==================== slave_response_tracker
**slave_response_tracker: signal wires on met2**

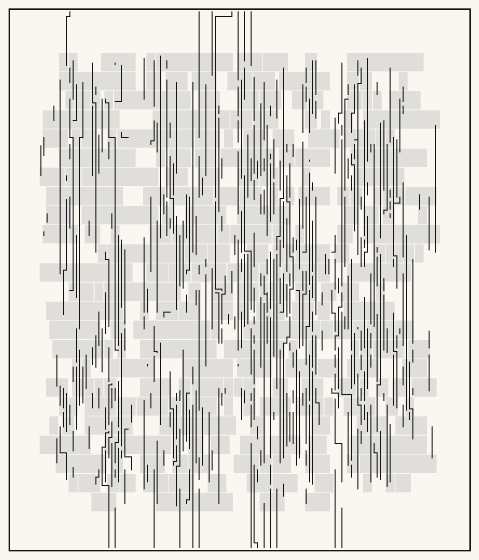

--- config.mk ---
export PLATFORM = sky130hd
export DESIGN_NAME = slave_response_tracker
export DESIGN_NICKNAME = d
export VERILOG_FILES = /design/src/rtl/slave_response_tracker.sv
export SDC_FILE = /design/constraint.sdc
export NUM_CORES = 1
export LEC_CHECK = 0
export CAP_MARGIN = 20
export CORE_ASPECT_RATIO = 1.2
export CORE_MARGIN = 4
export CORE_UTILIZATION = 61
export DETAILED_ROUTE_END_ITERATION = 6
export PLACE_DENSITY_LB_ADDON = 0.08
export RECOVER_POWER = 50
export SYNTH_ARGS = -nofsm -noshare
export SYNTH_HDL_FRONTEND = slang
export SYNTH_SLANG_ARGS = --single-unit
--- constraint.sdc ---
create_clock -name sysClk -period 5.4 [get_ports sysClk]
set_input_delay 1.08 -clock sysClk [delete_from_list [all_inputs] [get_ports sysClk]]
set_output_delay 1.08 -clock sysClk [all_outputs]
set_load 0.02 [all_outputs]
--- src/rtl/slave_response_tracker.sv ---
// Per-slave-port ID tracker: gates address issue, routes responses by ID.
// Optional CAXI4_RESP_ERR_CHECK_EN flags last beats for untracked IDs.
module slave_response_tracker #(
  parameter int MASTERID_WIDTH   = 4,
  parameter int NUM_MASTERS_WIDTH = 2,
  parameter int TRACK_DEPTH      = 4,
  parameter int OPEN_TRANS_MAX   = 3,
  parameter int OPEN_TRANS_WIDTH = 2,
  parameter int TOTAL_CNT_WIDTH  = 4
) (
  input  logic                         sysClk,
  input  logic                         sysReset,
  input  logic                         addrValid,
  input  logic [MASTERID_WIDTH-1:0]    addrID,
  output logic                         addrReady,
  output logic                         slaveAddrValid,
  input  logic                         slaveAddrReady,
  input  logic                         slaveRespValid,
  input  logic [MASTERID_WIDTH-1:0]    slaveRespID,
  input  logic                         slaveRespLast,
  output logic                         slaveRespReady,
  output logic                         masterRespValid,
  input  logic                         masterRespReady,
  output logic [NUM_MASTERS_WIDTH-1:0] respMasterPort,
  output logic [TOTAL_CNT_WIDTH-1:0]   openCount,
  output logic                         idle,
  output logic                         respUnexpected
);

  localparam int IdxW = (TRACK_DEPTH > 1) ? $clog2(TRACK_DEPTH) : 1;
  localparam logic [OPEN_TRANS_WIDTH-1:0] MaxCnt =
    OPEN_TRANS_WIDTH'(OPEN_TRANS_MAX);
  localparam logic [OPEN_TRANS_WIDTH-1:0] OneCnt =
    OPEN_TRANS_WIDTH'(1);

  logic [TRACK_DEPTH-1:0]      entValid;
  logic [MASTERID_WIDTH-1:0]   entId  [TRACK_DEPTH];
  logic [OPEN_TRANS_WIDTH-1:0] entCnt [TRACK_DEPTH];

  logic            addrHit, respHit, freeAny;
  logic [IdxW-1:0] addrIdx, respIdx, freeIdx;
  logic            trackOK, accept, respDone, respDoneHit;
  logic [TRACK_DEPTH-1:0] incVec, decVec;

  // Descending scan so the lowest-index free entry wins
  always_comb begin
    addrHit = 1'b0;
    respHit = 1'b0;
    freeAny = 1'b0;
    addrIdx = '0;
    respIdx = '0;
    freeIdx = '0;
    for (int i = TRACK_DEPTH - 1; i >= 0; i--) begin
      if (entValid[i] && entId[i] == addrID) begin
        addrHit = 1'b1;
        addrIdx = IdxW'(i);
      end
      if (entValid[i] && entId[i] == slaveRespID) begin
        respHit = 1'b1;
        respIdx = IdxW'(i);
      end
      if (!entValid[i]) begin
        freeAny = 1'b1;
        freeIdx = IdxW'(i);
      end
    end
  end

  assign trackOK = addrHit ? (entCnt[addrIdx] < MaxCnt) : freeAny;
  assign slaveAddrValid = addrValid & trackOK;
  assign addrReady      = slaveAddrReady & trackOK;
  assign accept = addrValid & slaveAddrReady & trackOK;

  assign respDone    = slaveRespValid & masterRespReady & slaveRespLast;
  assign respDoneHit = respDone & respHit;

  assign masterRespValid = slaveRespValid;
  assign slaveRespReady  = masterRespReady;
  assign respMasterPort  =
    slaveRespID[MASTERID_WIDTH-1 -: NUM_MASTERS_WIDTH];

  always_comb begin
    incVec = '0;
    decVec = '0;
    for (int i = 0; i < TRACK_DEPTH; i++) begin
      incVec[i] = accept &&
        (addrHit ? addrIdx == IdxW'(i) : freeIdx == IdxW'(i));
      decVec[i] = respDoneHit && respIdx == IdxW'(i);
    end
  end

  always_ff @(posedge sysClk) begin
    if (sysReset) begin
      entValid  <= '0;
      openCount <= '0;
      for (int i = 0; i < TRACK_DEPTH; i++) begin
        entId[i]  <= '0;
        entCnt[i] <= '0;
      end
    end else begin
      for (int i = 0; i < TRACK_DEPTH; i++) begin
        if (incVec[i] && !decVec[i]) begin
          if (!entValid[i]) begin
            entValid[i] <= 1'b1;
            entId[i]    <= addrID;
            entCnt[i]   <= OneCnt;
          end else begin
            entCnt[i] <= entCnt[i] + OneCnt;
          end
        end else if (decVec[i] && !incVec[i]) begin
          entCnt[i] <= entCnt[i] - OneCnt;
          if (entCnt[i] == OneCnt)
            entValid[i] <= 1'b0;
        end
      end
      unique case ({accept, respDoneHit})
        2'b10:   openCount <= openCount + TOTAL_CNT_WIDTH'(1);
        2'b01:   openCount <= openCount - TOTAL_CNT_WIDTH'(1);
        default: openCount <= openCount;
      endcase
    end
  end

  assign idle = (openCount == '0);

`ifdef CAXI4_RESP_ERR_CHECK_EN
  assign respUnexpected = respDone & ~respHit;
`else
  assign respUnexpected = 1'b0;
`endif

endmodule

==================== arbitro_param
## src/rtl/arbitro_pkg.sv

```systemverilog
// Shared types and helpers for the parameterised arbiter.
package arbitro_pkg;

   typedef enum logic {ARB_FIXED, ARB_RR} arb_mode_e;

   typedef enum logic {ST_IDLE, ST_BUSY} arb_state_e;

   // Width of a requester index; at least one bit even for a single requester.
   function automatic int idx_w(input int n);
      return (n > 1) ? $clog2(n) : 1;
   endfunction

endpackage

```

## src/rtl/arbitro_prio_enc.sv

```systemverilog
// Combinational circular priority search over a masked request vector.
// The search visits every index once, starting at start_idx and moving up
// (wrapping N-1 -> 0) or down (wrapping 0 -> N-1); the first set bit wins.
module arbitro_prio_enc
   import arbitro_pkg::*;
#(
   parameter int N = 4
) (
   input  logic [N-1:0]         req_masked,
   input  logic [idx_w(N)-1:0]  start_idx,
   input  logic                 dir_up,
   output logic                 valid,
   output logic [idx_w(N)-1:0]  idx
);

   localparam int IW = idx_w(N);

   // Position visited at search step k, wrapped into 0..N-1.
   function automatic int wrap_pos(input int s, input int k, input logic up);
      int p;
      p = up ? (s + k) : (s - k + N);
      if (p >= N) p = p - N;
      return p;
   endfunction

   // Scan from the last step back to the first so the earliest hit overrides.
   always_comb begin
      valid = 1'b0;
      idx   = '0;
      for (int k = N - 1; k >= 0; k--) begin
         if (req_masked[wrap_pos(int'(start_idx), k, dir_up)]) begin
            valid = 1'b1;
            idx   = IW'(wrap_pos(int'(start_idx), k, dir_up));
         end
      end
   end

endmodule

```

## src/rtl/arbitro_param.sv

```systemverilog
// N-requester registered arbiter. A grant is held until its owner drops req;
// fixed priority (highest index) or round-robin is chosen at each arbitration
// edge, and an optional hold limit forces a hand-over under contention.
module arbitro_param
   import arbitro_pkg::*;
#(
   parameter int N        = 4,
   parameter int MAX_HOLD = 0
) (
   input  logic                  clk,
   input  logic                  rst,
   input  logic [N-1:0]          req,
   input  logic                  mode_rr,
   output logic [N-1:0]          grant,
   output logic [$clog2(N)-1:0]  grant_num,
   output logic                  available
);

   localparam int IW = idx_w(N);
   // Counter only needs to reach MAX_HOLD-1; with no limit it is a free
   // saturating counter that never triggers anything.
   localparam int HCW = (MAX_HOLD > 1) ? $clog2(MAX_HOLD) :
                        ((MAX_HOLD == 1) ? 1 : 8);
   localparam logic [HCW-1:0] HOLD_SAT = (MAX_HOLD > 0) ? HCW'(MAX_HOLD - 1)
                                                        : {HCW{1'b1}};
   localparam logic [IW-1:0]  LAST_IDX = IW'(N - 1);

   arb_state_e      state;
   logic [HCW-1:0]  hold_cnt;
   logic [IW-1:0]   rr_ptr;

   arb_mode_e       mode;
   logic [N-1:0]    owner_mask;
   logic [N-1:0]    req_masked;
   logic            owner_req;
   logic            contended;
   logic            force_rel;
   logic            dir_up;
   logic [IW-1:0]   start_idx;
   logic            enc_valid;
   logic [IW-1:0]   enc_idx;
   logic [IW-1:0]   next_ptr;
   logic [N-1:0]    win_onehot;

   // Owner masking, forced-release detection and search setup for this edge.
   always_comb begin
      mode       = arb_mode_e'(mode_rr);
      owner_mask = (state == ST_BUSY) ? grant : '0;
      owner_req  = |(req & owner_mask);
      req_masked = req & ~owner_mask;
      contended  = |req_masked;
      force_rel  = (MAX_HOLD > 0) && (state == ST_BUSY) &&
                   (hold_cnt == HOLD_SAT) && contended;
      dir_up     = (mode == ARB_RR);
      start_idx  = dir_up ? rr_ptr : LAST_IDX;
      next_ptr   = (enc_idx == LAST_IDX) ? '0 : enc_idx + 1'b1;
      win_onehot = {{(N-1){1'b0}}, 1'b1} << enc_idx;
   end

   arbitro_prio_enc #(
      .N (N)
   ) u_prio_enc (
      .req_masked (req_masked),
      .start_idx  (start_idx),
      .dir_up     (dir_up),
      .valid      (enc_valid),
      .idx        (enc_idx)
   );

   // Arbiter FSM with registered grant outputs, hold counter and rr pointer.
   always_ff @(posedge clk) begin
      if (rst) begin
         state     <= ST_IDLE;
         grant     <= '0;
         grant_num <= '0;
         available <= 1'b1;
         hold_cnt  <= '0;
         rr_ptr    <= '0;
      end else begin
         case (state)
            ST_IDLE: begin
               hold_cnt <= '0;
               if (enc_valid) begin
                  state     <= ST_BUSY;
                  grant     <= win_onehot;
                  grant_num <= enc_idx;
                  available <= 1'b0;
                  rr_ptr    <= next_ptr;
               end else begin
                  grant     <= '0;
                  grant_num <= '0;
                  available <= 1'b1;
               end
            end
            ST_BUSY: begin
               if (owner_req && !force_rel) begin
                  // Owner keeps the grant; counter sticks at its ceiling.
                  if (hold_cnt != HOLD_SAT) hold_cnt <= hold_cnt + 1'b1;
               end else if (enc_valid) begin
                  // Release or forced hand-over straight to the next winner.
                  grant     <= win_onehot;
                  grant_num <= enc_idx;
                  hold_cnt  <= '0;
                  rr_ptr    <= next_ptr;
               end else begin
                  state     <= ST_IDLE;
                  grant     <= '0;
                  grant_num <= '0;
                  available <= 1'b1;
                  hold_cnt  <= '0;
               end
            end
            default: begin
               state     <= ST_IDLE;
               grant     <= '0;
               grant_num <= '0;
               available <= 1'b1;
               hold_cnt  <= '0;
            end
         endcase
      end
   end

endmodule

```

## config.mk

```make
export PLATFORM = sky130hd
export DESIGN_NAME = arbitro_param
export DESIGN_NICKNAME = d
export VERILOG_FILES = /design/src/rtl/arbitro_pkg.sv /design/src/rtl/arbitro_prio_enc.sv /design/src/rtl/arbitro_param.sv
export SDC_FILE = /design/constraint.sdc
export NUM_CORES = 1
export LEC_CHECK = 0
export CAP_MARGIN = 15
export CORE_UTILIZATION = 57
export CTS_BUF_LIST = sky130_fd_sc_hd__clkbuf_2
export DETAILED_ROUTE_END_ITERATION = 10
export PLACE_DENSITY = 0.82
export RECOVER_POWER = 25
export SKIP_CTS_REPAIR_TIMING = 1
export SLEW_MARGIN = 20
export SYNTH_ARGS = -nofsm -noshare
export SYNTH_HDL_FRONTEND = slang
export SYNTH_SLANG_ARGS = --single-unit
```

## constraint.sdc

```tcl
create_clock -name clk -period 3.5 [get_ports clk]
set_input_delay 0.525 -clock clk [delete_from_list [all_inputs] [get_ports clk]]
set_output_delay 0.525 -clock clk [all_outputs]
set_load 0.02 [all_outputs]
```

==================== updown_mod_counter
### src/rtl/updown_mod_counter.sv
// Up/down modulo counter over the range 0..limit with a programmable step,
// wrap or saturate on range exit, a one-cycle terminal-count pulse and a sticky overflow flag.
module updown_mod_counter #(
    parameter int n   = 32,
    parameter bit SAT = 1'b0
) (
    input  logic         clk,
    input  logic         clr,
    input  logic         en,
    input  logic         up_down,
    input  logic         ld,
    input  logic [n-1:0] d,
    input  logic [n-1:0] step,
    input  logic [n-1:0] limit,
    output logic [n-1:0] r,
    output logic         tc,
    output logic         ovf,
    output logic         zero
);

    logic [n:0]   sum_ext;
    logic         up_over;
    logic         dn_under;
    logic [n-1:0] ld_val;
    logic [n-1:0] diff;

    logic [n-1:0] r_nxt;
    logic         tc_nxt;
    logic         ovf_nxt;

    // The sum keeps its carry bit so a count past 2^n-1 is still seen as leaving the range.
    assign sum_ext  = {1'b0, r} + {1'b0, step};
    assign up_over  = (sum_ext > {1'b0, limit});
    assign dn_under = (step > r);
    assign diff     = r - step;
    assign ld_val   = (d > limit) ? limit : d;

    always_comb begin
        r_nxt   = r;
        tc_nxt  = 1'b0;
        ovf_nxt = ovf;
        if (ld) begin
            r_nxt   = ld_val;
            ovf_nxt = 1'b0;
        end else if (en && (step != '0)) begin
            if (up_down) begin
                if (up_over) begin
                    r_nxt   = SAT ? limit : '0;
                    tc_nxt  = 1'b1;
                    ovf_nxt = 1'b1;
                end else begin
                    r_nxt = sum_ext[n-1:0];
                end
            end else begin
                if (dn_under) begin
                    r_nxt   = SAT ? '0 : limit;
                    tc_nxt  = 1'b1;
                    ovf_nxt = 1'b1;
                end else begin
                    r_nxt = diff;
                end
            end
        end
    end

    always_ff @(posedge clk) begin
        if (clr) begin
            r   <= '0;
            tc  <= 1'b0;
            ovf <= 1'b0;
        end else begin
            r   <= r_nxt;
            tc  <= tc_nxt;
            ovf <= ovf_nxt;
        end
    end

    assign zero = (r == '0);

endmodule

### config.mk
export PLATFORM = sky130hd
export DESIGN_NAME = updown_mod_counter
export DESIGN_NICKNAME = d
export VERILOG_FILES = /design/src/rtl/updown_mod_counter.sv
export SDC_FILE = /design/constraint.sdc
export NUM_CORES = 1
export LEC_CHECK = 0
export CORE_MARGIN = 2
export CORE_UTILIZATION = 30
export CTS_CLUSTER_SIZE = 10
export DETAILED_ROUTE_END_ITERATION = 6
export HOLD_SLACK_MARGIN = 0.15
export SYNTH_ARGS = -nofsm -noshare
export SYNTH_HDL_FRONTEND = slang
export SYNTH_SLANG_ARGS = --single-unit
### constraint.sdc
create_clock -name clk -period 14.36 [get_ports clk]
set_input_delay 2.872 -clock clk [delete_from_list [all_inputs] [get_ports clk]]
set_output_delay 2.872 -clock clk [all_outputs]
set_load 0.05 [all_outputs]
**updown_mod_counter: placed standard cells**

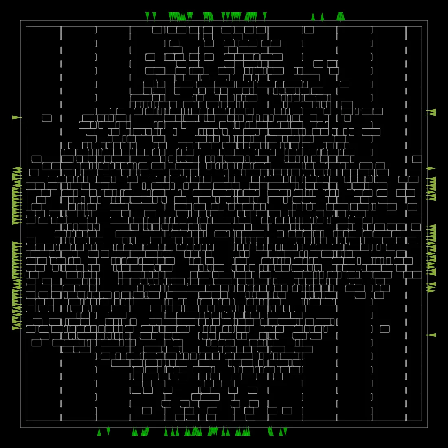
Seq/total area: 0.0734
Filler Cell Count: 2682
Row Count: 58

==> results_dict.tcl, updown_mod_counter <==
# metrics dict for downstream scripts
set metrics [dict create \
    via_per_inst 5.84 \
    grt_overflow 0 \
    ys_seq_frac 0.0898 \
    num-nonclk-buffers 143 \
    fp.coreArea_um2 25000 \
    top_area_cell "ha_1" \
    cts_max_level 2 \
    reg2reg_depth 17 \
    place_area_um2 9120 \
    clkCellAreaFrac 0.0159 \
    sh_comb_area 0.671 \
    outcome "finished clean" \
    ys_sh_adder 0.217 \
    ys_cells 1031 \
    placed_cells 1449 \
    dieArea_um2 26500 \
    top_layer "met4" \
]
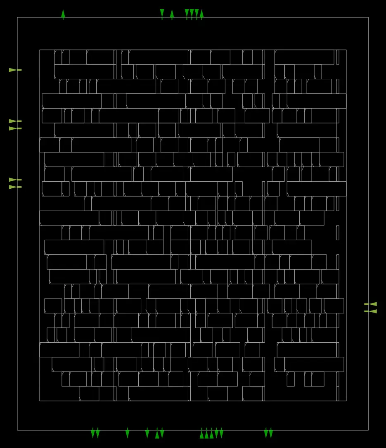
**Above:** slave_response_tracker (placed standard cells).
Final Util: 0.736
core area: 3720 µm²
Seq/total area: 0.321
Row Count: 24

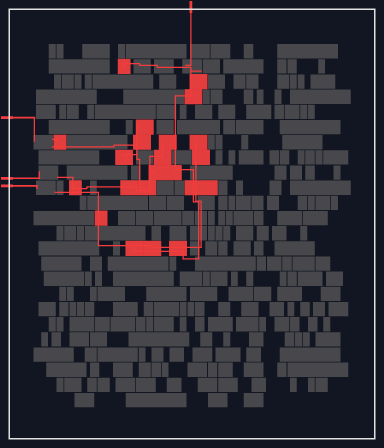
**Above:** slave_response_tracker (wires at chosen ports, followed through buffers).
Red is addrID, bits 4, direction input, edge 3 left, 1 top, end cells 20, wire 220 µm.

## Picture notes: 'signal wires on met2' of slave_response_tracker
270 nets have wire on it. The layer holds 54% of the routed length. The layer carries 2680 µm of wire. The longest straight run is 30.3 µm.

==> results_dict.tcl, slave_response_tracker <==
# metrics dict for downstream scripts
set metrics [dict create \
    track_usage 0.218 \
    ys_cells 264 \
    grt_util_met2 0.392 \
    hold_depth 2 \
    place_area_um2 2640 \
    maxPowerGroup "sequential cells" \
    top_area_cell "edfxtp_1" \
    outcome "finished clean" \
    n_clock_buffer 5 \
    cts_setup_buffers 0 \
    layout_top_cell "nor2_1" \
    reg2reg_depth 13 \
    cap_violations 0 \
    max-vdd-ir-drop_mv 0.171 \
    grt_pass1_wl_um 8630 \
]
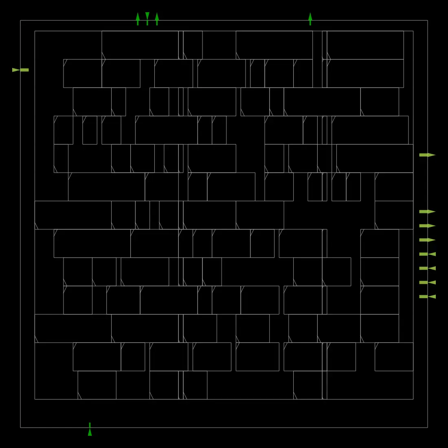
**Above:** arbitro_param (placed standard cells).
post-route insts no fill: 112
Seq/total area: 0.216

==> results_dict.tcl, arbitro_param <==
# metrics dict for downstream scripts
set metrics [dict create \
    crit_start "mode_rr" \
    wl_met1_um 708 \
    ys.warnings.count 0 \
    regArea_um2 200 \
    setup_viol 0 \
    outcome "finished clean" \
    grt_start_max_net_pins 11 \
    edf_count 0 \
    place_area_um2 907 \
    clockBufferDepth 2 \
    synth.top_cells.by_count "10 x dfxtp_1, 7 x a22oi_1, 7 x nor2_1, 5 x a21oi_1" \
    dp_slack_ps 339 \
    gp_congestion 0.855 \
    ys_seq_elements 10 \
    power_switching_mw 0.293 \
    reg2reg_from "rr_ptr[0]$_SDFFE_PP0P_" \
    min_from "available$_SDFFE_PP1P_" \
    tightest_slew_ps 705 \
    synthXorXnorAreaFrac 0 \
    ys_seq_frac 0.255 \
    pg_clk_mw 0.0621 \
    hold_class "reg -> reg" \
    final_area_um2 926 \
    num-nonclk-inverters 5 \
    top_register "grant" \
    ff_type "dfxtp_1" \
    cpMaxStageDelayCell "clkdlybuf4s50_1" \
    placed_cells 108 \
    num_rows 13 \
    async_flop_share 0 \
    num-nonclk-buffers 13 \
    warning_count 29 \
    cts_max_level 1 \
    maxSlewHeadroom 0.529 \
    dieWidth_um 39.1 \
    layout_setup_ws_ps 594 \
    ioPinCount 14 \
    ys_area_um2 785 \
    area_leaders "dfxtp_1 26%, a22oi_1 6.7%, ha_1 6.4%" \
    slew_viol_final 0 \
    top_layer "met4" \
    insertion_delay_ps 250 \
    ys_top_logic_family "AND-OR/OR-AND gates" \
    power_density_nw_per_um2 700 \
    fin_crit_sh 0.830 \
    ys_sh_adder 0.0638 \
    grt_pass1_vias 563 \
    tns_ps 0 \
    fp.coreArea_um2 1280 \
    cp_cell_sequence "clkdlybuf4s50_1 > a21boi_1 > o22ai_1 > a221oi_2 > o31ai_2 > mux2i_2 > inv_1 > ha_1 > mux2i_1 > nor2_1" \
]

==================== serial_mag_comparator
**serial_mag_comparator: placed cells, one color a class**

Fill, decap, tap and diode cells in gray.
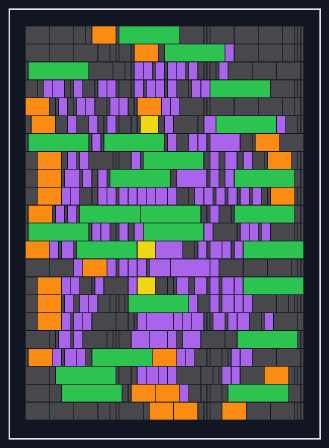

File: src/rtl/serial_mag_comparator_pkg.sv
// serial_mag_comparator_pkg: shared FSM state type and digit width for the serial comparator.
package serial_mag_comparator_pkg;
    localparam int DIGIT_W = 2;
    typedef enum logic [1:0] {
        IDLE = 2'd0,
        SCAN = 2'd1,
        DONE = 2'd2
    } state_e;
endpackage

File: src/rtl/serial_mag_comparator_cmp2_slice.sv
// cmp2_slice: combinational one-hot gt/eq/lt compare of one 2-bit digit.
module cmp2_slice
    import serial_mag_comparator_pkg::*;
(
    input  logic [DIGIT_W-1:0] a,
    input  logic [DIGIT_W-1:0] b,
    output logic               gt,
    output logic               eq,
    output logic               lt
);
    assign gt = a > b;
    assign eq = a == b;
    assign lt = a < b;
endmodule

File: src/rtl/serial_mag_comparator.sv
// serial_mag_comparator: MSB-first 2-bit-per-clock unsigned magnitude compare with valid/ready result.
// Define EARLY_EXIT_EN to finish as soon as the first unequal digit is seen.
module serial_mag_comparator
    import serial_mag_comparator_pkg::*;
#(
    parameter int WIDTH = 8
) (
    input  logic             clk,
    input  logic             rst_n,
    input  logic             start,
    input  logic [WIDTH-1:0] a,
    input  logic [WIDTH-1:0] b,
    input  logic             flush,
    output logic             in_ready,
    output logic             out_valid,
    input  logic             out_ready,
    output logic             gt,
    output logic             eq,
    output logic             lt
);
    localparam int N  = WIDTH / DIGIT_W;
    localparam int CW = (N > 1) ? $clog2(N) : 1;

    state_e           state_q, state_d;
    logic [WIDTH-1:0] a_q, a_d, b_q, b_d;
    logic [CW-1:0]    cnt_q, cnt_d;
    logic             decided_q, decided_d;
    logic             gt_q, gt_d, eq_q, eq_d, lt_q, lt_d;
    logic             d_gt, d_eq, d_lt;

    cmp2_slice u_slice (
        .a  (a_q[WIDTH-1 -: DIGIT_W]),
        .b  (b_q[WIDTH-1 -: DIGIT_W]),
        .gt (d_gt),
        .eq (d_eq),
        .lt (d_lt)
    );

    always_comb begin
        state_d   = state_q;
        a_d       = a_q;
        b_d       = b_q;
        cnt_d     = cnt_q;
        decided_d = decided_q;
        gt_d      = gt_q;
        eq_d      = eq_q;
        lt_d      = lt_q;
        if (flush) begin
            state_d   = IDLE;
            cnt_d     = '0;
            decided_d = 1'b0;
            gt_d      = 1'b0;
            eq_d      = 1'b0;
            lt_d      = 1'b0;
        end else begin
            case (state_q)
                IDLE: if (start) begin
                    state_d   = SCAN;
                    a_d       = a;
                    b_d       = b;
                    cnt_d     = CW'(N - 1);
                    decided_d = 1'b0;
                    gt_d      = 1'b0;
                    eq_d      = 1'b0;
                    lt_d      = 1'b0;
                end
                SCAN: begin
                    // only the first unequal digit may set the result
                    if (!decided_q && !d_eq) begin
                        gt_d      = d_gt;
                        lt_d      = d_lt;
                        decided_d = 1'b1;
                    end
                    a_d   = a_q << DIGIT_W;
                    b_d   = b_q << DIGIT_W;
                    cnt_d = (cnt_q == '0) ? '0 : cnt_q - CW'(1);
                    if (cnt_q == '0) begin
                        state_d = DONE;
                        eq_d    = !decided_q && d_eq;
                    end
`ifdef EARLY_EXIT_EN
                    if (!decided_q && !d_eq) state_d = DONE;
`endif
                end
                DONE: if (out_ready) state_d = IDLE;
                default: state_d = IDLE;
            endcase
        end
    end

    always_ff @(posedge clk or negedge rst_n) begin
        if (!rst_n) begin
            state_q   <= IDLE;
            a_q       <= '0;
            b_q       <= '0;
            cnt_q     <= '0;
            decided_q <= 1'b0;
            gt_q      <= 1'b0;
            eq_q      <= 1'b0;
            lt_q      <= 1'b0;
        end else begin
            state_q   <= state_d;
            a_q       <= a_d;
            b_q       <= b_d;
            cnt_q     <= cnt_d;
            decided_q <= decided_d;
            gt_q      <= gt_d;
            eq_q      <= eq_d;
            lt_q      <= lt_d;
        end
    end

    assign in_ready  = (state_q == IDLE);
    assign out_valid = (state_q == DONE);
    assign gt        = gt_q;
    assign eq        = eq_q;
    assign lt        = lt_q;
endmodule

File: config.mk
export PLATFORM = sky130hd
export DESIGN_NAME = serial_mag_comparator
export DESIGN_NICKNAME = d
export VERILOG_FILES = /design/src/rtl/serial_mag_comparator_pkg.sv /design/src/rtl/serial_mag_comparator_cmp2_slice.sv /design/src/rtl/serial_mag_comparator.sv
export SDC_FILE = /design/constraint.sdc
export NUM_CORES = 1
export LEC_CHECK = 0
export ABC_AREA = 1
export CORE_AREA = 2 2 45 63
export DETAILED_ROUTE_END_ITERATION = 6
export DIE_AREA = 0 0 47 65
export PLACE_DENSITY = 0.76
export RECOVER_POWER = 100
export SYNTH_ARGS = -nofsm -noshare
export SYNTH_HDL_FRONTEND = slang
export SYNTH_SLANG_ARGS = --single-unit
File: constraint.sdc
create_clock -name clk -period 3.7 [get_ports clk]
set_clock_uncertainty 0.15 [all_clocks]
set_input_delay 0.37 -clock clk [delete_from_list [all_inputs] [get_ports clk]]
set_output_delay 0.37 -clock clk [all_outputs]
set_load 0.1 [all_outputs]
==================== fetch_prefetch_unit_flat
===== src/rtl/fetch_pkg.sv =====
// Shared types and helpers for the prefetching fetch stage: FSM encoding,
// default widths and immediate-field bit manipulation.
package fetch_pkg;

  localparam int DEFAULT_DATA_WIDTH  = 32;
  localparam int DEFAULT_ADDR_WIDTH  = 32;
  localparam int DEFAULT_IMM_COUNT   = 4;
  localparam int DEFAULT_IMM_LSB     = 20;
  localparam int DEFAULT_QUEUE_DEPTH = 2;

  localparam int MAX_IMM_COUNT = 8;
  localparam int IMM_IDX_W     = 3;

  typedef enum logic [1:0] {
    S_WAIT_MEM = 2'd0,
    S_IDLE     = 2'd1,
    S_OPCODE   = 2'd2,
    S_IMM      = 2'd3
  } fetch_state_e;

  // One-hot of the lowest set bit (zero in, zero out).
  function automatic logic [MAX_IMM_COUNT-1:0] lowest_set(input logic [MAX_IMM_COUNT-1:0] bits);
    return bits & (~bits + {{(MAX_IMM_COUNT-1){1'b0}}, 1'b1});
  endfunction

  // Opcode field has immediate0 at its MSB; flip it so bit k means immediate k.
  function automatic logic [MAX_IMM_COUNT-1:0] reverse_field(input logic [MAX_IMM_COUNT-1:0] f,
                                                              input int n);
    logic [MAX_IMM_COUNT-1:0] r;
    r = '0;
    for (int k = 0; k < MAX_IMM_COUNT; k++) begin
      if (k < n) r[IMM_IDX_W'(k)] = f[IMM_IDX_W'(n - 1 - k)];
      else       r[IMM_IDX_W'(k)] = 1'b0;
    end
    return r;
  endfunction

endpackage


===== src/rtl/fetch_if.sv =====
// Bundle of memory-port, redirect and decode-side signals of the fetch stage.
interface fetch_if #(
  parameter int DATA_WIDTH = 32,
  parameter int ADDR_WIDTH = 32,
  parameter int IMM_COUNT  = 4
);
  logic                            enable;
  logic [DATA_WIDTH-1:0]           data;
  logic [ADDR_WIDTH-1:0]           address;
  logic                            load;
  logic                            memoryReady;
  logic [ADDR_WIDTH-1:0]           addressIn;
  logic                            latch;
  logic                            outValid;
  logic                            outAccept;
  logic [DATA_WIDTH-1:0]           instruction;
  logic [IMM_COUNT*DATA_WIDTH-1:0] immediates;
  logic [IMM_COUNT-1:0]            immMask;
  logic [ADDR_WIDTH-1:0]           bundlePc;

  modport master (
    input  enable, data, memoryReady, addressIn, latch, outAccept,
    output address, load, outValid, instruction, immediates, immMask, bundlePc
  );

  modport slave (
    output enable, data, memoryReady, addressIn, latch, outAccept,
    input  address, load, outValid, instruction, immediates, immMask, bundlePc
  );
endinterface


===== src/rtl/fetch_bundle_fifo.sv =====
// Small FIFO of assembled instruction bundles; flush empties it in one cycle.
module fetch_bundle_fifo #(
  parameter int WIDTH = 8,
  parameter int DEPTH = 2,
  parameter int CNT_W = $clog2(DEPTH + 1)
) (
  input  logic             clock,
  input  logic             reset,
  input  logic             flush,
  input  logic             push,
  input  logic [WIDTH-1:0] push_data,
  input  logic             pop,
  output logic [WIDTH-1:0] head,
  output logic [CNT_W-1:0] count,
  output logic             empty
);
  localparam int PTR_W = (DEPTH > 1) ? $clog2(DEPTH) : 1;

  logic [WIDTH-1:0] mem [DEPTH];
  logic [PTR_W-1:0] wr_ptr;
  logic [PTR_W-1:0] rd_ptr;
  logic             push_ok;
  logic             pop_ok;

  assign empty   = (count == '0);
  assign push_ok = push && (count != CNT_W'(DEPTH));
  assign pop_ok  = pop && !empty;
  assign head    = mem[rd_ptr];

  function automatic logic [PTR_W-1:0] next_ptr(input logic [PTR_W-1:0] p);
    return (p == PTR_W'(DEPTH - 1)) ? '0 : p + PTR_W'(1);
  endfunction

  // Pointer and occupancy bookkeeping.
  always_ff @(posedge clock) begin
    if (reset || flush) begin
      wr_ptr <= '0;
      rd_ptr <= '0;
      count  <= '0;
    end else begin
      if (push_ok) wr_ptr <= next_ptr(wr_ptr);
      if (pop_ok)  rd_ptr <= next_ptr(rd_ptr);
      count <= count + CNT_W'(push_ok) - CNT_W'(pop_ok);
    end
  end

  // Entry storage; contents are meaningless outside the occupied range.
  always_ff @(posedge clock) begin
    if (push_ok && !reset && !flush) mem[wr_ptr] <= push_data;
  end
endmodule


===== src/rtl/fetch_prefetch_unit.sv =====
// Prefetching fetch stage: streams opcode + immediate bundles from memory into
// a bundle queue ahead of decode, with flush-and-restart on redirect.
module fetch_prefetch_unit
  import fetch_pkg::*;
#(
  parameter int DATA_WIDTH  = DEFAULT_DATA_WIDTH,
  parameter int ADDR_WIDTH  = DEFAULT_ADDR_WIDTH,
  parameter int IMM_COUNT   = DEFAULT_IMM_COUNT,
  parameter int IMM_LSB     = DEFAULT_IMM_LSB,
  parameter int QUEUE_DEPTH = DEFAULT_QUEUE_DEPTH
) (
  input logic     clock,
  input logic     reset,
  fetch_if.master bus
);
  localparam int CNT_W   = $clog2(QUEUE_DEPTH + 1);
  localparam int CNT_W1  = CNT_W + 1;
  localparam int IMMS_W  = IMM_COUNT * DATA_WIDTH;
  localparam int ENTRY_W = ADDR_WIDTH + IMM_COUNT + IMMS_W + DATA_WIDTH;

  fetch_state_e          state;
  fetch_state_e          next_state;
  fetch_state_e          fsm_next;
  fetch_state_e          after_push;
  logic                  fetch_load;
  logic [ADDR_WIDTH-1:0] fetch_addr;
  logic [ADDR_WIDTH-1:0] cur_pc;
  logic [DATA_WIDTH-1:0] cur_opcode;
  logic [IMMS_W-1:0]     cur_imms;
  logic [IMM_COUNT-1:0]  cur_mask;
  logic [IMM_COUNT-1:0]  pending;

  logic                  accept;
  logic [IMM_COUNT-1:0]  field_idx;
  logic [IMM_COUNT-1:0]  imm_sel;
  logic                  last_imm;
  logic [IMMS_W-1:0]     merged_imms;
  logic                  fsm_push;
  logic                  push;
  logic                  pop;
  logic [ADDR_WIDTH-1:0] push_pc;
  logic [DATA_WIDTH-1:0] push_instr;
  logic [IMM_COUNT-1:0]  push_mask;
  logic [IMMS_W-1:0]     push_imms;
  logic [CNT_W-1:0]      count;
  logic [CNT_W1-1:0]     count_after;
  logic                  fifo_empty;
  logic [ENTRY_W-1:0]    head;

  // Masks are kept in immediate-index order: bit k set means immediate k present.
  assign accept    = fetch_load && bus.memoryReady;
  assign field_idx = IMM_COUNT'(reverse_field(MAX_IMM_COUNT'(bus.data[IMM_LSB +: IMM_COUNT]), IMM_COUNT));
  assign imm_sel   = IMM_COUNT'(lowest_set(MAX_IMM_COUNT'(pending)));
  assign last_imm  = ((pending & ~imm_sel) == '0);

  for (genvar k = 0; k < IMM_COUNT; k++) begin : g_merge
    assign merged_imms[k*DATA_WIDTH +: DATA_WIDTH] =
      imm_sel[k] ? bus.data : cur_imms[k*DATA_WIDTH +: DATA_WIDTH];
  end

  // Redirect beats both the consumer pop and any push on the same edge.
  assign pop         = bus.outAccept && !fifo_empty && !bus.latch;
  assign push        = fsm_push && !bus.latch;
  assign count_after = {1'b0, count} + CNT_W1'(1) - CNT_W1'(pop);
  assign after_push  = (bus.enable && (count_after < CNT_W1'(QUEUE_DEPTH))) ? S_OPCODE : S_IDLE;
  assign next_state  = bus.latch ? (bus.memoryReady ? S_IDLE : S_WAIT_MEM) : fsm_next;

  // Next-state and bundle-push decode.
  always_comb begin
    fsm_next   = state;
    fsm_push   = 1'b0;
    push_pc    = cur_pc;
    push_instr = cur_opcode;
    push_mask  = cur_mask;
    push_imms  = merged_imms;
    case (state)
      S_WAIT_MEM: begin
        if (bus.memoryReady) fsm_next = S_IDLE;
        else                 fsm_next = S_WAIT_MEM;
      end
      S_IDLE: begin
        if (bus.enable && (count < CNT_W'(QUEUE_DEPTH))) fsm_next = S_OPCODE;
        else                                              fsm_next = S_IDLE;
      end
      S_OPCODE: begin
        if (accept && (field_idx == '0)) begin
          fsm_push   = 1'b1;
          push_pc    = fetch_addr;
          push_instr = bus.data;
          push_mask  = '0;
          push_imms  = '0;
          fsm_next   = after_push;
        end else if (accept) begin
          fsm_next = S_IMM;
        end else begin
          fsm_next = S_OPCODE;
        end
      end
      S_IMM: begin
        if (accept && last_imm) begin
          fsm_push = 1'b1;
          fsm_next = after_push;
        end else begin
          fsm_next = S_IMM;
        end
      end
      default: fsm_next = S_WAIT_MEM;
    endcase
  end

  // State, address counter and partial-bundle registers.
  always_ff @(posedge clock) begin
    if (reset) begin
      state      <= S_WAIT_MEM;
      fetch_load <= 1'b0;
      fetch_addr <= '0;
      cur_pc     <= '0;
      cur_opcode <= '0;
      cur_imms   <= '0;
      cur_mask   <= '0;
      pending    <= '0;
    end else if (bus.latch) begin
      state      <= next_state;
      fetch_load <= 1'b0;
      fetch_addr <= bus.addressIn;
      pending    <= '0;
    end else begin
      state      <= next_state;
      fetch_load <= (next_state == S_OPCODE) || (next_state == S_IMM);
      if (accept) fetch_addr <= fetch_addr + ADDR_WIDTH'(1);
      if (accept && (state == S_OPCODE)) begin
        cur_pc     <= fetch_addr;
        cur_opcode <= bus.data;
        cur_mask   <= field_idx;
        cur_imms   <= '0;
        pending    <= field_idx;
      end else if (accept && (state == S_IMM)) begin
        cur_imms <= merged_imms;
        pending  <= pending & ~imm_sel;
      end
    end
  end

  fetch_bundle_fifo #(
    .WIDTH (ENTRY_W),
    .DEPTH (QUEUE_DEPTH),
    .CNT_W (CNT_W)
  ) u_fifo (
    .clock     (clock),
    .reset     (reset),
    .flush     (bus.latch),
    .push      (push),
    .push_data ({push_pc, push_mask, push_imms, push_instr}),
    .pop       (pop),
    .head      (head),
    .count     (count),
    .empty     (fifo_empty)
  );

  assign bus.address  = fetch_addr;
  assign bus.load     = fetch_load;
  assign bus.outValid = !fifo_empty;
  assign {bus.bundlePc, bus.immMask, bus.immediates, bus.instruction} = head;
endmodule


===== src/flat_wrapper.sv =====
// flat-port wrapper written by rule: the top's interface ports become plain ports
module fetch_prefetch_unit_flat import fetch_pkg::*;
#(
  parameter int DATA_WIDTH  = DEFAULT_DATA_WIDTH,
  parameter int ADDR_WIDTH  = DEFAULT_ADDR_WIDTH,
  parameter int IMM_COUNT   = DEFAULT_IMM_COUNT,
  parameter int IMM_LSB     = DEFAULT_IMM_LSB,
  parameter int QUEUE_DEPTH = DEFAULT_QUEUE_DEPTH
)
  (clock, reset, bus_enable, bus_data, bus_memoryReady, bus_addressIn, bus_latch, bus_outAccept, bus_address, bus_load, bus_outValid, bus_instruction, bus_immediates, bus_immMask, bus_bundlePc);
  fetch_if #(.DATA_WIDTH(DATA_WIDTH), .ADDR_WIDTH(ADDR_WIDTH), .IMM_COUNT(IMM_COUNT)) bus_i ();
  input logic clock;
  input logic reset;
  input wire logic [$bits(bus_i.enable)-1:0] bus_enable;
  input wire logic [$bits(bus_i.data)-1:0] bus_data;
  input wire logic [$bits(bus_i.memoryReady)-1:0] bus_memoryReady;
  input wire logic [$bits(bus_i.addressIn)-1:0] bus_addressIn;
  input wire logic [$bits(bus_i.latch)-1:0] bus_latch;
  input wire logic [$bits(bus_i.outAccept)-1:0] bus_outAccept;
  output wire logic [$bits(bus_i.address)-1:0] bus_address;
  output wire logic [$bits(bus_i.load)-1:0] bus_load;
  output wire logic [$bits(bus_i.outValid)-1:0] bus_outValid;
  output wire logic [$bits(bus_i.instruction)-1:0] bus_instruction;
  output wire logic [$bits(bus_i.immediates)-1:0] bus_immediates;
  output wire logic [$bits(bus_i.immMask)-1:0] bus_immMask;
  output wire logic [$bits(bus_i.bundlePc)-1:0] bus_bundlePc;
  assign bus_i.enable = bus_enable;
  assign bus_i.data = bus_data;
  assign bus_i.memoryReady = bus_memoryReady;
  assign bus_i.addressIn = bus_addressIn;
  assign bus_i.latch = bus_latch;
  assign bus_i.outAccept = bus_outAccept;
  assign bus_address = bus_i.address;
  assign bus_load = bus_i.load;
  assign bus_outValid = bus_i.outValid;
  assign bus_instruction = bus_i.instruction;
  assign bus_immediates = bus_i.immediates;
  assign bus_immMask = bus_i.immMask;
  assign bus_bundlePc = bus_i.bundlePc;
  fetch_prefetch_unit #(.DATA_WIDTH(DATA_WIDTH), .ADDR_WIDTH(ADDR_WIDTH), .IMM_COUNT(IMM_COUNT), .IMM_LSB(IMM_LSB), .QUEUE_DEPTH(QUEUE_DEPTH)) u_core (.clock(clock), .reset(reset), .bus(bus_i));
endmodule

===== config.mk =====
export PLATFORM = sky130hd
export DESIGN_NAME = fetch_prefetch_unit_flat
export DESIGN_NICKNAME = d
export VERILOG_FILES = /design/src/rtl/fetch_pkg.sv /design/src/rtl/fetch_if.sv /design/src/rtl/fetch_bundle_fifo.sv /design/src/rtl/fetch_prefetch_unit.sv /design/src/flat_wrapper.sv
export SDC_FILE = /design/constraint.sdc
export NUM_CORES = 1
export LEC_CHECK = 0
export ABC_AREA = 1
export CORE_ASPECT_RATIO = 0.9
export CORE_MARGIN = 10
export CORE_UTILIZATION = 40
export CTS_CLUSTER_SIZE = 40
export DETAILED_ROUTE_END_ITERATION = 8
export RECOVER_POWER = 100
export SYNTH_ARGS = -nofsm -noshare
export SYNTH_HDL_FRONTEND = slang
export SYNTH_SLANG_ARGS = --single-unit

===== constraint.sdc =====
create_clock -name clock -period 55.1 [get_ports clock]
set_clock_uncertainty 0.1 [all_clocks]
set_input_delay 8.265 -clock clock [delete_from_list [all_inputs] [get_ports clock]]
set_output_delay 8.265 -clock clock [all_outputs]
set_load 0.005 [all_outputs]

==================== packet_output_scheduler
[src/rtl/packet_output_scheduler.sv]
// packet_output_scheduler: round-robin, packet-locked arbiter for one router
// output channel. Input ports use 4-phase req/ack; the winner's handshake is
// forwarded downstream and the grant is held until its tail flit completes.
module packet_output_scheduler #(
  parameter int N     = 5,
  parameter int SEL_W = 3
) (
  input  logic             clk,
  input  logic             reset,
  input  logic [N-1:0]     reqs_in,
  input  logic [N-1:0]     tails_in,
  output logic [N-1:0]     acks_in,
  output logic             req_out,
  input  logic             ack_out,
  output logic [SEL_W-1:0] selected,
  output logic             busy
);

  localparam logic [SEL_W-1:0] SEL_NONE = {SEL_W{1'b1}};
  localparam logic [SEL_W-1:0] PTR_INIT = SEL_W'(N - 1);

  typedef enum logic [2:0] {
    S_IDLE = 3'd0,
    S_FWD  = 3'd1,
    S_REL  = 3'd2,
    S_DONE = 3'd3,
    S_HOLD = 3'd4
  } state_e;

  state_e           state_q;
  logic [SEL_W-1:0] ptr_q;
  logic [SEL_W-1:0] sel_q;
  logic             tail_q;
  logic             req_q;
  logic [N-1:0]     acks_q;
  logic             busy_q;

  logic             win_valid_s;
  logic [SEL_W-1:0] win_idx_s;
  logic             win_tail_s;
  logic             sel_req_s;
  logic             sel_tail_s;

  // Bit of a port vector addressed by an encoded index (0 for out-of-range codes).
  function automatic logic bit_at(input logic [N-1:0] vec, input logic [SEL_W-1:0] idx);
    logic b;
    b = 1'b0;
    for (int j = 0; j < N; j++) begin
      b = (SEL_W'(j) == idx) ? vec[j] : b;
    end
    return b;
  endfunction

  // One-hot port vector for an encoded index (all zero for out-of-range codes).
  function automatic logic [N-1:0] onehot(input logic [SEL_W-1:0] idx);
    logic [N-1:0] v;
    v = '0;
    for (int j = 0; j < N; j++) begin
      v[j] = (SEL_W'(j) == idx);
    end
    return v;
  endfunction

  // Round-robin search from ptr+1 upwards; scanning backwards lets the
  // nearest requester overwrite any farther one.
  always_comb begin
    logic [SEL_W-1:0] cand;
    logic             hit;
    win_valid_s = 1'b0;
    win_idx_s   = '0;
    for (int k = N; k >= 1; k--) begin
      cand        = SEL_W'((int'(ptr_q) + k) % N);
      hit         = bit_at(reqs_in, cand);
      win_idx_s   = hit ? cand : win_idx_s;
      win_valid_s = win_valid_s | hit;
    end
  end

  assign win_tail_s = bit_at(tails_in, win_idx_s);
  assign sel_req_s  = bit_at(reqs_in, sel_q);
  assign sel_tail_s = bit_at(tails_in, sel_q);

  // Handshake sequencer: arbitration, packet lock and all registered outputs.
  always_ff @(posedge clk or negedge reset) begin
    if (!reset) begin
      state_q <= S_IDLE;
      ptr_q   <= PTR_INIT;
      sel_q   <= SEL_NONE;
      tail_q  <= 1'b0;
      req_q   <= 1'b0;
      acks_q  <= '0;
      busy_q  <= 1'b0;
    end else begin
      case (state_q)
        S_IDLE: begin
          if (win_valid_s) begin
            sel_q   <= win_idx_s;
            tail_q  <= win_tail_s;
            req_q   <= 1'b1;
            busy_q  <= 1'b1;
            state_q <= S_FWD;
          end
        end
        S_FWD: begin
          if (ack_out) begin
            acks_q  <= onehot(sel_q);
            state_q <= S_REL;
          end
        end
        S_REL: begin
          if (!sel_req_s) begin
            req_q   <= 1'b0;
            state_q <= S_DONE;
          end
        end
        S_DONE: begin
          if (!ack_out) begin
            acks_q <= '0;
            if (tail_q) begin
              // Packet finished: release the channel and rotate priority.
              ptr_q   <= sel_q;
              sel_q   <= SEL_NONE;
              busy_q  <= 1'b0;
              state_q <= S_IDLE;
            end else begin
              state_q <= S_HOLD;
            end
          end
        end
        S_HOLD: begin
          // Only the locked port may continue; other requesters keep waiting.
          if (sel_req_s) begin
            tail_q  <= sel_tail_s;
            req_q   <= 1'b1;
            state_q <= S_FWD;
          end
        end
        default: begin
          state_q <= S_IDLE;
          sel_q   <= SEL_NONE;
          tail_q  <= 1'b0;
          req_q   <= 1'b0;
          acks_q  <= '0;
          busy_q  <= 1'b0;
        end
      endcase
    end
  end

  assign acks_in  = acks_q;
  assign req_out  = req_q;
  assign selected = sel_q;
  assign busy     = busy_q;

endmodule

[config.mk]
export PLATFORM = sky130hd
export DESIGN_NAME = packet_output_scheduler
export DESIGN_NICKNAME = d
export VERILOG_FILES = /design/src/rtl/packet_output_scheduler.sv
export SDC_FILE = /design/constraint.sdc
export NUM_CORES = 1
export LEC_CHECK = 0
export ABC_AREA = 0
export CORE_MARGIN = 2
export CORE_UTILIZATION = 50
export CTS_CLUSTER_DIAMETER = 150
export DETAILED_ROUTE_END_ITERATION = 16
export PLACE_DENSITY = 0.7
export SYNTH_ARGS = -nofsm -noshare
export SYNTH_HDL_FRONTEND = slang
export SYNTH_SLANG_ARGS = --single-unit
[constraint.sdc]
create_clock -name clk -period 11.81 [get_ports clk]
set_input_delay 1.181 -clock clk [delete_from_list [all_inputs] [get_ports clk]]
set_output_delay 1.181 -clock clk [all_outputs]
set_load 0.005 [all_outputs]
**packet_output_scheduler: signal wires on met2**

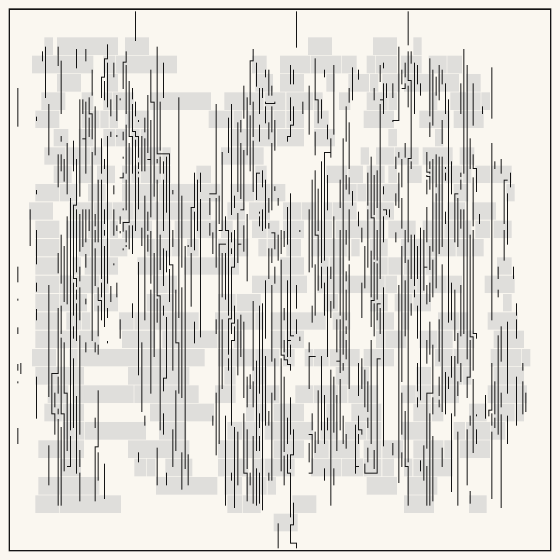
The longest straight run is 43.5 µm. The layer holds 50% of the routed length. The wires run mostly vertical. 341 nets have wire on it. The layer carries 3600 µm of wire.
DR vias: 2737
met2 Track Usage GR: 0.440
WL final: 7210 µm

==> results_dict.tcl, packet_output_scheduler <==
# metrics dict for downstream scripts
set metrics [dict create \
    outcome "finished clean" \
    hold_depth 1 \
    critPathCaptureType "register" \
    ys_sh_adder 0.128 \
    cp-start-kind "register" \
    synthXorXnorAreaFrac 0.0207 \
    tns_ps 0 \
    cp_common_cell "ha_1" \
    numCtsBuffers 3 \
    tightest_slew_ps 732 \
    num_tap_cells 72 \
    gp_congestion 0.882 \
    instances_no_fill 434 \
    path_clk_slew_ps 70 \
    ys_seq_elements 17 \
    num-nonclk-buffers 23 \
    top_area_cell "ha_1" \
    syn_to_final_growth_pct 9.75 \
    cts_setup_buffers 0 \
]
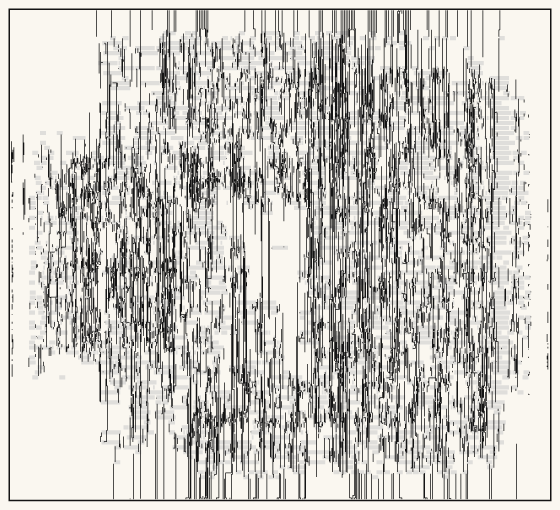
**Above:** fetch_prefetch_unit_flat (signal wires on met2).
The longest straight run is 111 µm. The wires run mostly vertical.
DR vias: 19800
met2 Track Usage GR: 0.325
WL final: 77800 µm

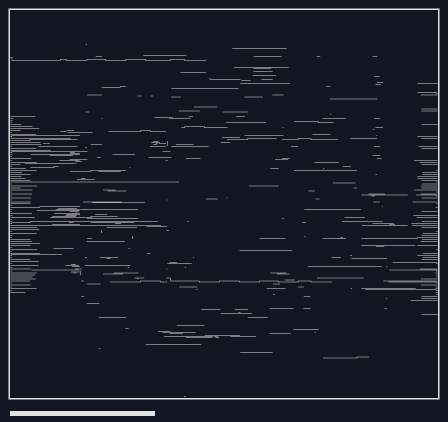
**Above:** fetch_prefetch_unit_flat (metal 3).
Scale bar: 100 µm.
The longest straight run is 116 µm. The layer carries 5420 µm of wire.

==> results_dict.tcl, fetch_prefetch_unit_flat <==
# metrics dict for downstream scripts
set metrics [dict create \
    outcome "complete, but fails checks" \
    violations "capacitance limit, slew limit" \
    largest_register_ffs 392 \
    cts_max_level 3 \
    grt_pass1_vias 19400 \
    mux_share 0.0814 \
    logic_gates 1645 \
    maxSlewHeadroom -2.55 \
    whs_ps 346 \
    fmax_mhz 55.5 \
    ys_top_logic_family "simple AND/OR/NAND/NOR gates" \
    dieWidth_um 294 \
    syn_to_final_growth_pct 20.7 \
    final_area_um2 32700 \
    sh_seq_area 0.504 \
    grt_setup_unrepaired "false" \
    place.detailed.hpwl_um 50200 \
    hold_class "reg -> reg" \
    async_flop_share 0 \
    hold_viol_final 0 \
    tns_ps 0 \
    hold_buffers 0 \
    placed_cells 3797 \
    path_clk_slew_ps 60 \
    synth.top_cells.by_count "634 x nand2_1, 392 x edfxtp_1, 329 x inv_1, 236 x dfxtp_1" \
    crit_start "bus_latch" \
    cp.required_ps 55470 \
    tightest_slew_ps 5320 \
    ioPinCount 300 \
    die_h_um 267 \
    clockBufferDepth 3 \
    area_leaders "edfxtp_1 43%, dfxtp_1 17%, nand2_1 8.8%" \
    layout-drive-gt1-share 0.0784 \
    fin_crit_sh 0.327 \
    cp_cell_sequence "dlygate4sd3_1 > clkbuf_1 > inv_1 > nand2_1 > nor2_4 > clkbuf_1 > nand2_1 > a21oi_1" \
    fp-utilization 0.404 \
    cp_slowest_stage_delay_ps 3570 \
    grt_overflow 0 \
    cpMaxStageDelayCell "nand2_1" \
    reg2reg_from "u_core.bus.load$_SDFF_PP0_" \
    synth_nets 2832 \
    fill_cells 6056 \
    seq_cells 628 \
    clock-sinks 628 \
    num_antenna_cells 1 \
    route.met2.wl_um 37700 \
    slew_viol_final 1395 \
    dieArea_um2 78600 \
    synth_area_um2 27100 \
    cap_violations 21 \
]
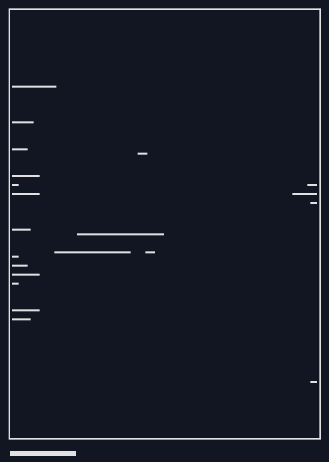
**Above:** serial_mag_comparator (metal 3).
Scale bar: 10 µm.
The layer carries 68.8 µm of wire. The layer holds 2.8% of the routed length. 19 nets have wire on it. The longest straight run is 12.9 µm.

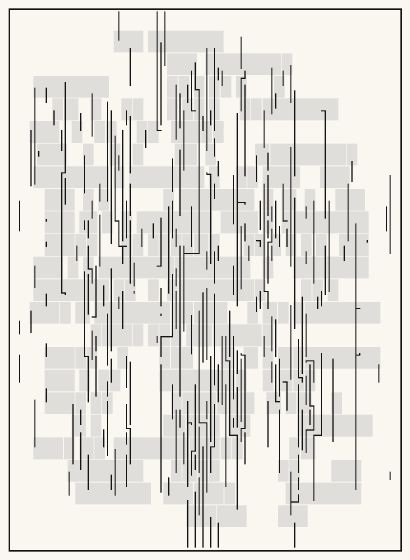
**Above:** serial_mag_comparator (signal wires on met2).
The layer carries 1250 µm of wire. The wires run mostly vertical.

About 'placed cells, one color a class' of serial_mag_comparator:
Purple is combinational and other logic, cells 140. Green is flops, cells 24. Orange is other buffers and delay cells, cells 25. Yellow is clock drivers, cells 3.
Seq/total area: 0.393
core area: 2530 µm²
Row Count: 22
Final Util: 0.604

==> results_dict.tcl, serial_mag_comparator <==
# metrics dict for downstream scripts
set metrics [dict create \
    cp-start-kind "register" \
    yosysMostFrequentCell "nand2_1" \
    ioPinCount 26 \
    instances_no_fill 228 \
    busiest_layer "met2" \
    edf_count 0 \
    cp_common_cell "inv_1" \
    area_dominant_class "flip-flops and latches" \
    clockBufferDepth 2 \
    seq_cells 24 \
    layout_setup_ws_ps 853 \
    drt_wl_total_um 2430 \
    path_clk_slew_ps 130 \
    met3_wirelength_um 68 \
    synthXorXnorAreaFrac 0 \
    cp_max_fo 6 \
    cts_max_level 1 \
    outcome "finished clean" \
    tns_ps 0 \
    crit_start "state_q[0]$_DFFE_PN0P_" \
    fin_crit_sh 0.769 \
    async_flop_share 1.00 \
    ant_nets 0 \
    ys_sh_adder 0.0194 \
    cts_tree "yes" \
    cp_slowest_stage_delay_ps 1190 \
    crit_buf_inv 3 \
    wire_per_inst_um 10.7 \
    synth.top_cells.by_count "96 x nand2_1, 24 x dfrtp_1, 11 x inv_1, 7 x o21ai_0" \
    cp_top_family "buffers and inverters" \
    place.detailed.hpwl_um 1760 \
    cts_setup_buffers 0 \
    synth_cells 169 \
    ys_sh_aoi 0.0671 \
    cpMaxStageDelayCell "dlygate4sd3_1" \
    comb_area_um2 557 \
    cap_violations 0 \
    dieWidth_um 47 \
    num-nonclk-inverters 13 \
    ys_sh_simple 0.362 \
    synth_nets 192 \
    min_to "lt$_DFFE_PN0P_" \
    cp.required_ps 3180 \
    fp-utilization 0.508 \
    hold_buffers 0 \
    cts_root_buf "clkbuf_4" \
    warning_count 26 \
    r2r-end "gt$_DFFE_PN0P_" \
    wl_met1_um 1070 \
    drt_iter0_drc 32 \
    maxSlewHeadroom 0.294 \
    grt_overflow 0 \
    ys_area_um2 1290 \
    area_leaders "dfrtp_1 47%, nand2_1 28%, buf_6 4.4%" \
    reg2reg_from "state_q[1]$_DFFE_PN0P_" \
    ys_seq_frac 0.466 \
    insertion_delay_ps 310 \
    firstDrtPassIters 4 \
    ys_top_logic_family "simple AND/OR/NAND/NOR gates" \
    met3_usage 0.0167 \
    grt_util_met2 0.329 \
    layout-drive-gt1-share 0.0417 \
    dr_total_vias 1090 \
]


==> layout pictures side by side <==
Placed standard cells.
panel A
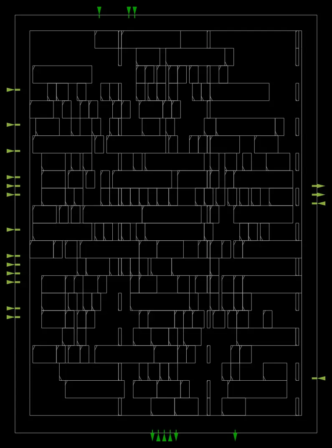
panel B
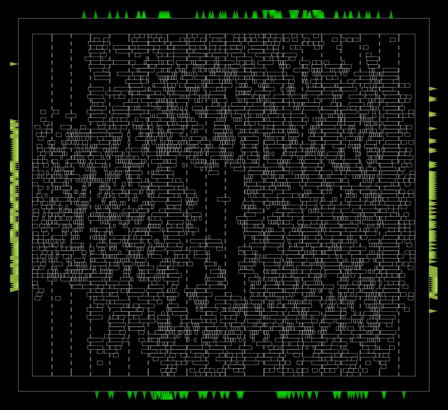
panel C
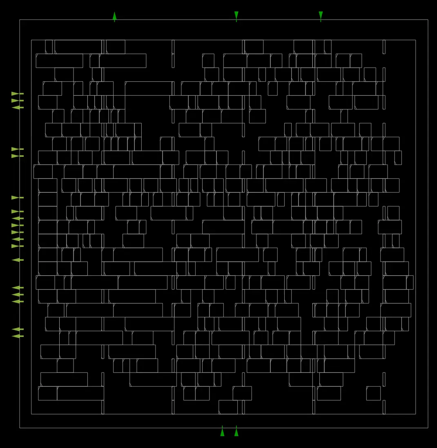
packet_output_scheduler is panel C.
fetch_prefetch_unit_flat is panel B.
serial_mag_comparator is panel A.
- fewest cells: panel A
- most cells: panel B

